# spi_port_arbiter

==> src/rtl/spi_port_arbiter_pkg.sv <==
// rtl/spi_port_arbiter_pkg.sv - shared types and constants for the SPI port arbiter
package spi_port_arbiter_pkg;

  typedef enum logic [1:0] {
    ST_RESYNC = 2'd0,
    ST_IDLE   = 2'd1,
    ST_WAIT   = 2'd2
  } state_t;

  localparam int DEFAULT_TIMEOUT = 65535;
  localparam int TIMER_W         = 20;
  localparam int OWNER_PORT_W    = 3;

  function automatic int idx_width(input int n);
    return (n > 1) ? $clog2(n) : 1;
  endfunction

endpackage

==> src/rtl/spi_port_arbiter_rr_picker.sv <==
// rtl/spi_port_arbiter_rr_picker.sv - combinational round-robin picker
// Returns the first eligible index at or after ptr, wrapping around N channels.
module rr_picker #(
  parameter int N = 2,
  parameter int W = 1
) (
  input  logic [N-1:0] eligible,
  input  logic [W-1:0] ptr,
  output logic [W-1:0] grant,
  output logic         any
);

  function automatic logic [W-1:0] wrap_idx(input logic [W-1:0] p, input int k);
    int s;
    s = int'(p) + k;
    if (s >= N) s = s - N;
    return W'(s);
  endfunction

  // Scan from the farthest offset down so the nearest eligible index wins last.
  always_comb begin
    grant = '0;
    any   = |eligible;
    for (int k = N - 1; k >= 0; k--) begin
      if (eligible[wrap_idx(ptr, k)]) grant = wrap_idx(ptr, k);
    end
  end

endmodule

==> src/rtl/spi_port_arbiter.sv <==
// rtl/spi_port_arbiter.sv - shares one toggle-handshake SPI byte engine between channels
// Round-robin grant, owner hold lock for atomic frames, and a stuck-engine watchdog.
module spi_port_arbiter
  import spi_port_arbiter_pkg::*;
#(
  parameter int CHANNELS       = 2,
  parameter int TIMEOUT_CYCLES = DEFAULT_TIMEOUT
) (
  input  logic                      clk,
  input  logic                      reset_n,
  input  logic [CHANNELS-1:0]       req,
  output logic [CHANNELS-1:0]       ack,
  input  logic [CHANNELS-1:0]       hold,
  input  logic [8*CHANNELS-1:0]     d,
  input  logic [CHANNELS-1:0]       speed,
  output logic [8*CHANNELS-1:0]     q,
  output logic                      spi_req,
  input  logic                      spi_ack,
  output logic [7:0]                spi_d,
  output logic                      spi_speed,
  input  logic [7:0]                spi_q,
  output logic [OWNER_PORT_W-1:0]   owner,
  output logic                      busy,
  output logic                      timeout_err,
  input  logic                      err_clr
);

  localparam int IW = idx_width(CHANNELS);

  state_t              state, state_next;
  logic [IW-1:0]       rr_ptr, owner_r, next_ptr, grant;
  logic [TIMER_W-1:0]  timer;
  logic [CHANNELS-1:0] pending, lock_mask, eligible;
  logic                any, engine_done, expired;
  logic                do_grant, do_done, do_expire;

  assign pending     = req ^ ack;
  // A held owner masks every other channel, even while it has nothing pending.
  assign lock_mask   = hold[owner_r] ? (CHANNELS'(1) << owner_r) : '1;
  assign eligible    = pending & lock_mask;
  assign engine_done = (spi_req == spi_ack);
  assign expired     = (timer == TIMER_W'(TIMEOUT_CYCLES - 1));
  assign next_ptr    = (owner_r == IW'(CHANNELS - 1)) ? '0 : owner_r + 1'b1;
  assign owner       = OWNER_PORT_W'(owner_r);

  rr_picker #(
    .N (CHANNELS),
    .W (IW)
  ) u_picker (
    .eligible (eligible),
    .ptr      (rr_ptr),
    .grant    (grant),
    .any      (any)
  );

  always_ff @(posedge clk or negedge reset_n) begin
    if (!reset_n) state <= ST_RESYNC;
    else          state <= state_next;
  end

  always_comb begin
    state_next = state;
    case (state)
      ST_RESYNC: state_next = ST_IDLE;
      ST_IDLE:   if (any) state_next = ST_WAIT;
      ST_WAIT:   if (engine_done || expired) state_next = ST_IDLE;
      default:   state_next = ST_RESYNC;
    endcase
  end

  always_comb begin
    busy      = (state == ST_WAIT);
    do_grant  = (state == ST_IDLE) && any;
    do_done   = (state == ST_WAIT) && engine_done;
    do_expire = (state == ST_WAIT) && !engine_done && expired;
  end

  always_ff @(posedge clk or negedge reset_n) begin
    if (!reset_n) begin
      ack         <= '0;
      q           <= '0;
      spi_req     <= 1'b0;
      spi_d       <= 8'h00;
      spi_speed   <= 1'b0;
      owner_r     <= '0;
      rr_ptr      <= '0;
      timer       <= '0;
      timeout_err <= 1'b0;
    end else begin
      if (state == ST_RESYNC) spi_req <= spi_ack;

      if (state == ST_WAIT) timer <= timer + 20'd1;

      if (do_grant) begin
        spi_d     <= d[8*grant +: 8];
        spi_speed <= speed[grant];
        owner_r   <= grant;
        spi_req   <= ~spi_req;
        timer     <= '0;
      end

      if (do_done) begin
        q[8*owner_r +: 8] <= spi_q;
        ack[owner_r]      <= ~ack[owner_r];
        rr_ptr            <= next_ptr;
      end

      // Watchdog: complete the byte with 0xFF and drop the engine's half toggle.
      if (do_expire) begin
        q[8*owner_r +: 8] <= 8'hFF;
        ack[owner_r]      <= ~ack[owner_r];
        spi_req           <= spi_ack;
        timeout_err       <= 1'b1;
      end else if (err_clr) begin
        timeout_err <= 1'b0;
      end
    end
  end

endmodule

==> config.mk <==
export PLATFORM = sky130hd
export DESIGN_NAME = spi_port_arbiter
export DESIGN_NICKNAME = d
export VERILOG_FILES = /design/src/rtl/spi_port_arbiter_pkg.sv /design/src/rtl/spi_port_arbiter_rr_picker.sv /design/src/rtl/spi_port_arbiter.sv
export SDC_FILE = /design/constraint.sdc
export NUM_CORES = 1
export LEC_CHECK = 0
export CAP_MARGIN = 10
export CORE_ASPECT_RATIO = 1.25
export CORE_MARGIN = 2
export CORE_UTILIZATION = 52
export CTS_CLUSTER_DIAMETER = 60
export CTS_CLUSTER_SIZE = 28
export DETAILED_ROUTE_END_ITERATION = 6
export HOLD_SLACK_MARGIN = 0.08
export PLACE_DENSITY_LB_ADDON = 0.3
export SYNTH_ARGS = -nofsm -noshare
export SYNTH_HDL_FRONTEND = slang
export SYNTH_SLANG_ARGS = --single-unit
==> constraint.sdc <==
create_clock -name clk -period 2.9 [get_ports clk]
set_clock_uncertainty 0.15 [all_clocks]
set_input_delay 0.435 -clock clk [delete_from_list [all_inputs] [get_ports clk]]
set_output_delay 0.435 -clock clk [all_outputs]
set_load 0.05 [all_outputs]
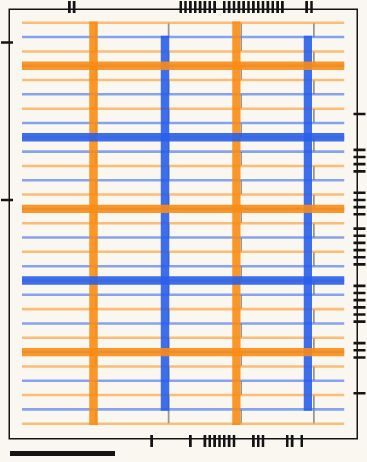
Fig. 1. PDN straps and rails (spi_port_arbiter).
Bar = 20 um. Pins as bars on the die edge. Tap cells in gray.
orange -> VSS
blue -> VDD
signal pins = 67
met1 rails = 29
met5 straps = 5
tap cells = 60
met4 straps = 4
peak supply drop: 392 uV
die width: 65.8 um
core area: 4660 um^2
die height: 81.3 um

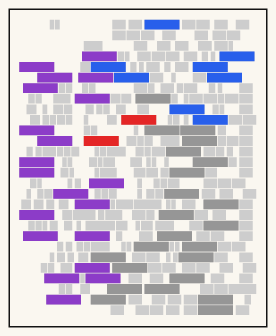
Fig. 2. Register map, names as in the netlist (spi_port_arbiter).
blue -> `spi_d`  # flops 8
red -> `state`  # flops 2
purple -> `timer`  # flops 20
Seq/total area: 40.4%
Finished Core Util: 70.4%
Flop area: 1330 um^2
Seq power: 1.13 mW

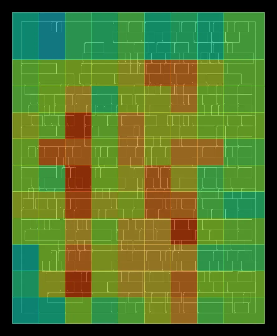
Fig. 3. Routing congestion map (spi_port_arbiter).
met3 usage in global routing: 3.88%
met2 usage: 34.6%
Total GRT Usage: 21.1%
global-route met1 utilization: 27.9%

per-stage QoR:
| step | util (%) | cells | setup WS [ns] | power (mW) |
|---|---|---|---|---|
| 2_1_floorplan | - | 235 | 0.840 | 2.35 |
| 3_3_place_gp | 68.3 | 352 | 0.501 | 2.92 |
| 3_5_place_dp | 68.3 | 352 | 0.416 | 2.96 |
| 4_1_cts | 70.4 | 361 | 0.238 | 3.37 |
| 5_1_grt | 70.4 | 361 | 0.143 | 3.53 |
| 6_report | 70.4 | 361 | 0.254 | 3.34 |
==> impl_metrics.tcl <==
# implementation run metrics
set metrics [dict create \
    io_pins 67 \
    clock_buffers 5 \
    slew_headroom_pct 51.1 \
    path_cells "inv_1 -> nand2_2 -> inv_1 -> clkdlybuf4s50_1" \
    r2r-end "ack[0]" \
    maxCapViolCount 0 \
    ys_sh_mux_pct 6.84 \
    yosysWarnings 0 \
    antenna_left 0 \
    n_tap_cell 60 \
    fp-utilization_pct 53.4 \
    max_freq_ghz 0.378 \
    cp_top_family "buffers and inverters" \
    yosys_area_um2 2490 \
    synth_cells 234 \
    grt_pass1_vias 1840 \
    hold_violations 0 \
    grt_overflow 0 \
    topCellsByArea "dfrtp_1 53%, mux2i_1 6.8%, o21ai_0 5.4%" \
    clk_pin_slew_ns 0.09 \
    rows 28 \
    cts_resized 0 \
    drt-initial-drc-count 99 \
    fin_crit_sh_pct 91.2 \
    layout.nonclk_buf_share_pct 20.7 \
    cts_hold_buf 1 \
    dr.max_layer_used "met4" \
    wirelength_mm 5.29 \
    period_minus_slack_ns 2.65 \
    outcome "complete, no violations" \
    comb_area_share_pct 33.4 \
    ff_count 53 \
    cts_max_level 2 \
    fin_area_um2 3280 \
    hold_class "reg2reg" \
    max_stage_delay_ns 0.82 \
    dominant_cells "flip-flops and latches" \
    n_all_buffers 68 \
]

# prog_loader

Fig. 4: prog_loader, PDN straps and rails
Bar = 20 um. Pins as bars on the die edge. Tap cells in gray.
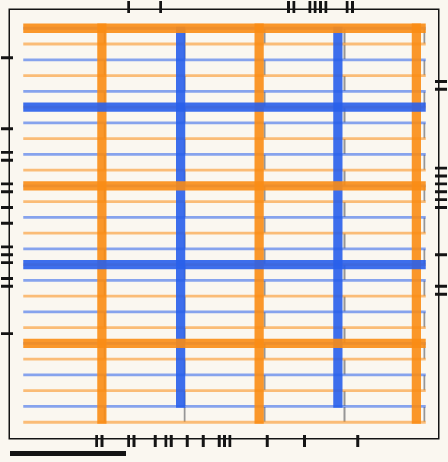
===== src/rtl/prog_loader_pkg.sv =====
// Shared types for the instruction-memory program loader.
package prog_loader_pkg;
    localparam int BYTE_W = 8;

    typedef enum logic [2:0] {IDLE, HDR, DATA, WR, CHK, DONE, ERR} state_t;
endpackage


===== src/rtl/prog_loader_byte_packer.sv =====
// Packs a byte stream MSB-first into words; word is valid combinationally with word_done.
module byte_packer
    import prog_loader_pkg::*;
#(
    parameter int WORD_W = 16
) (
    input  logic              clk,
    input  logic              clr,
    input  logic              xfer,
    input  logic [BYTE_W-1:0] byte_in,
    output logic [WORD_W-1:0] word,
    output logic              word_done
);
    localparam int BYTES = WORD_W / BYTE_W;
    localparam int CNT_W = (BYTES > 1) ? $clog2(BYTES) : 1;

    logic [CNT_W-1:0]  cnt;
    logic [WORD_W-1:0] shreg;

    assign word_done = xfer && (cnt == CNT_W'(BYTES - 1));

    // The final byte is merged in the same cycle so the FSM can act on the full word.
    generate
        if (BYTES > 1) begin : g_multi
            assign word = {shreg[WORD_W-BYTE_W-1:0], byte_in};
        end else begin : g_single
            assign word = byte_in;
        end
    endgenerate

    always_ff @(posedge clk) begin
        if (clr) begin
            cnt   <= '0;
            shreg <= '0;
        end else if (xfer) begin
            shreg <= word;
            cnt   <= word_done ? '0 : cnt + CNT_W'(1);
        end
    end
endmodule


===== src/rtl/prog_loader.sv =====
// Streams a header-prefixed program into instruction memory and releases cpu_run when complete.
// Optional trailing XOR checksum word: define PROG_LOADER_CHECKSUM_EN.
module prog_loader
    import prog_loader_pkg::*;
#(
    parameter int INSTRUCTION_LEN = 16,
    parameter int ADDR_W          = 8
) (
    input  logic                       clk,
    input  logic                       rst,
    input  logic                       start,
    input  logic                       in_valid,
    input  logic [BYTE_W-1:0]          in_data,
    output logic                       in_ready,
    output logic                       im_wr_en,
    output logic [ADDR_W-1:0]          im_addr,
    output logic [INSTRUCTION_LEN-1:0] im_wr_data,
    output logic                       busy,
    output logic                       cpu_run,
    output logic                       error,
    output logic [ADDR_W:0]            loaded_count
);
    localparam int DEPTH = 2 ** ADDR_W;
    localparam int CW    = ADDR_W + 1;
`ifdef PROG_LOADER_CHECKSUM_EN
    localparam state_t FIN = CHK;
`else
    localparam state_t FIN = DONE;
`endif

    state_t                     state, state_nxt;
    logic                       xfer, word_done, clr, start_ok, hdr_big, last_wr;
    logic [INSTRUCTION_LEN-1:0] word;
    logic [CW-1:0]              n, wcnt;
    logic                       in_ready_d, im_wr_en_d, busy_d, cpu_run_d, error_d;
`ifdef PROG_LOADER_CHECKSUM_EN
    logic [INSTRUCTION_LEN-1:0] csum;
`endif

    assign start_ok     = start && (state == IDLE || state == DONE || state == ERR);
    assign clr          = rst || start_ok;
    assign xfer         = in_valid && in_ready;
    assign hdr_big      = 64'(word) > 64'(DEPTH);
    assign last_wr      = (wcnt + CW'(1)) == n;
    assign im_addr      = wcnt[ADDR_W-1:0];
    assign loaded_count = wcnt;

    byte_packer #(.WORD_W(INSTRUCTION_LEN)) u_packer (
        .clk       (clk),
        .clr       (clr),
        .xfer      (xfer),
        .byte_in   (in_data),
        .word      (word),
        .word_done (word_done)
    );

    // State and the state-decoded outputs share one register so every output is a flop.
    always_ff @(posedge clk) begin
        if (rst) begin
            state    <= IDLE;
            in_ready <= 1'b0;
            im_wr_en <= 1'b0;
            busy     <= 1'b0;
            cpu_run  <= 1'b0;
            error    <= 1'b0;
        end else begin
            state    <= state_nxt;
            in_ready <= in_ready_d;
            im_wr_en <= im_wr_en_d;
            busy     <= busy_d;
            cpu_run  <= cpu_run_d;
            error    <= error_d;
        end
    end

    always_comb begin
        state_nxt = state;
        case (state)
            IDLE:       if (start) state_nxt = HDR;
            HDR: begin
                if (word_done) begin
                    if (word == '0)   state_nxt = FIN;
                    else if (hdr_big) state_nxt = ERR;
                    else              state_nxt = DATA;
                end
            end
            DATA:       if (word_done) state_nxt = WR;
            WR:         state_nxt = last_wr ? FIN : DATA;
`ifdef PROG_LOADER_CHECKSUM_EN
            CHK:        if (word_done) state_nxt = (word == csum) ? DONE : ERR;
`endif
            DONE, ERR:  if (start) state_nxt = HDR;
            default:    state_nxt = IDLE;
        endcase
    end

    always_comb begin
        in_ready_d = (state_nxt == HDR) || (state_nxt == DATA) || (state_nxt == CHK);
        im_wr_en_d = (state_nxt == WR);
        busy_d     = in_ready_d || im_wr_en_d;
        cpu_run_d  = (state_nxt == DONE);
        error_d    = (state_nxt == ERR);
    end

    always_ff @(posedge clk) begin
        if (rst) begin
            n          <= '0;
            wcnt       <= '0;
            im_wr_data <= '0;
`ifdef PROG_LOADER_CHECKSUM_EN
            csum       <= '0;
`endif
        end else begin
            if (start_ok) begin
                n    <= '0;
                wcnt <= '0;
`ifdef PROG_LOADER_CHECKSUM_EN
                csum <= '0;
`endif
            end
            if (state == HDR && word_done) n <= CW'(word);
            if (state == DATA && word_done) begin
                im_wr_data <= word;
`ifdef PROG_LOADER_CHECKSUM_EN
                csum       <= csum ^ word;
`endif
            end
            if (state == WR) wcnt <= wcnt + CW'(1);
        end
    end
endmodule


===== config.mk =====
export PLATFORM = sky130hd
export DESIGN_NAME = prog_loader
export DESIGN_NICKNAME = d
export VERILOG_FILES = /design/src/rtl/prog_loader_pkg.sv /design/src/rtl/prog_loader_byte_packer.sv /design/src/rtl/prog_loader.sv
export SDC_FILE = /design/constraint.sdc
export NUM_CORES = 1
export LEC_CHECK = 0
export CORE_MARGIN = 2
export CORE_UTILIZATION = 50
export CTS_CLUSTER_SIZE = 16
export DETAILED_ROUTE_END_ITERATION = 10
export PLACE_DENSITY = 0.78
export SYNTH_ARGS = -nofsm -noshare
export SYNTH_HDL_FRONTEND = slang
export SYNTH_HIERARCHICAL = 1
export SYNTH_SLANG_ARGS = --single-unit

===== constraint.sdc =====
create_clock -name clk -period 6.4 [get_ports clk]
set_input_delay 1.28 -clock clk [delete_from_list [all_inputs] [get_ports clk]]
set_output_delay 1.28 -clock clk [all_outputs]
set_load 0.02 [all_outputs]

==> impl_metrics.tcl <==
# implementation run metrics
set metrics [dict create \
    cts_made_buffers 5 \
    synth_area_per_cell_um2 8.33 \
    crit_path_start_kind "primary input" \
    required_ns 6.64 \
    endpoint_kind "flop" \
    topCellsByArea "dfxtp_1 42%, a21oi_1 6.6%, nand2_1 6.5%" \
    synth-edff-count 0 \
    cp_top_family "simple AND/OR/NAND/NOR gates" \
    regArea_um2 1020 \
    p_switching_mw 0.135 \
    dp_slack_ns 2.63 \
    hpwlAfterDp_mm 3.64 \
    clk_pin_slew_ns 0.09 \
    firstDrtPassIters 4 \
    yosysTopAreaCellShare_pct 41.8 \
    maxCapViolCount 0 \
    cts_tree "done" \
    utilization_pct 62.6 \
    lay_top_cells "51 x dfxtp_1, 49 x clkdlybuf4s50_1, 42 x nand2_1, 33 x nor2_1, 32 x a21oi_1" \
    power.total_mw 0.628 \
    vias_per_cell 5.47 \
    setup_violations 0 \
    finClkSkew_ns 0.00910 \
    p_leak_nw 1.01 \
    die_w_um 73.9 \
    outcome "complete, no violations" \
]
## Picture notes: Fig. 4
orange -> VSS
blue -> VDD
rows = 25
met1 rails = 26
signal pins = 50
met5 straps = 5
peak supply drop: 173 uV
core area: 4720 um^2

## metal layers
metal  share of wire, %  wire [um]  vias up  global-route usage (%)
li1                   -          -     1051                       -
met1                 46       2500      988                    27.9
met2                 45       2450       66                    32.4
met3                6.8        366        8                    5.49
met4                1.3         68        0                    5.86
met5                  0          0        -                       0
## area by class of cell
type / count / share of cell area [%]
clock inverter: 3 / 2.28
tap: 67 / 2.83
sequential: 51 / 34.5
timing repair buffer: 50 / 16.8
multi-input combinational: 208 / 40.9
inverter: 2 / 0.254
clock buffer: 5 / 2.33


==> screenshots <==
Routed metal, one color a layer.
Two of the layers only.
picture 1
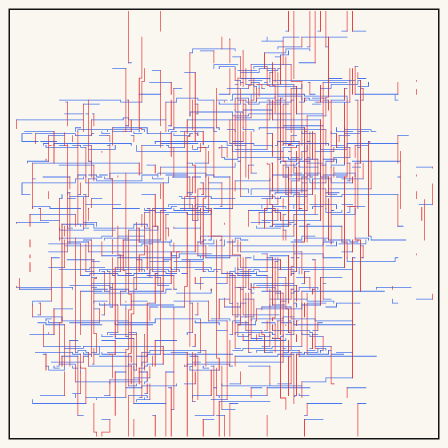
picture 2
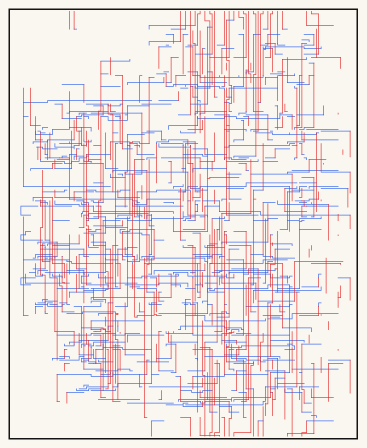
spi_port_arbiter is picture 2.
prog_loader is picture 1.

No activity file was given, so power comes from the tool's default toggle rates.
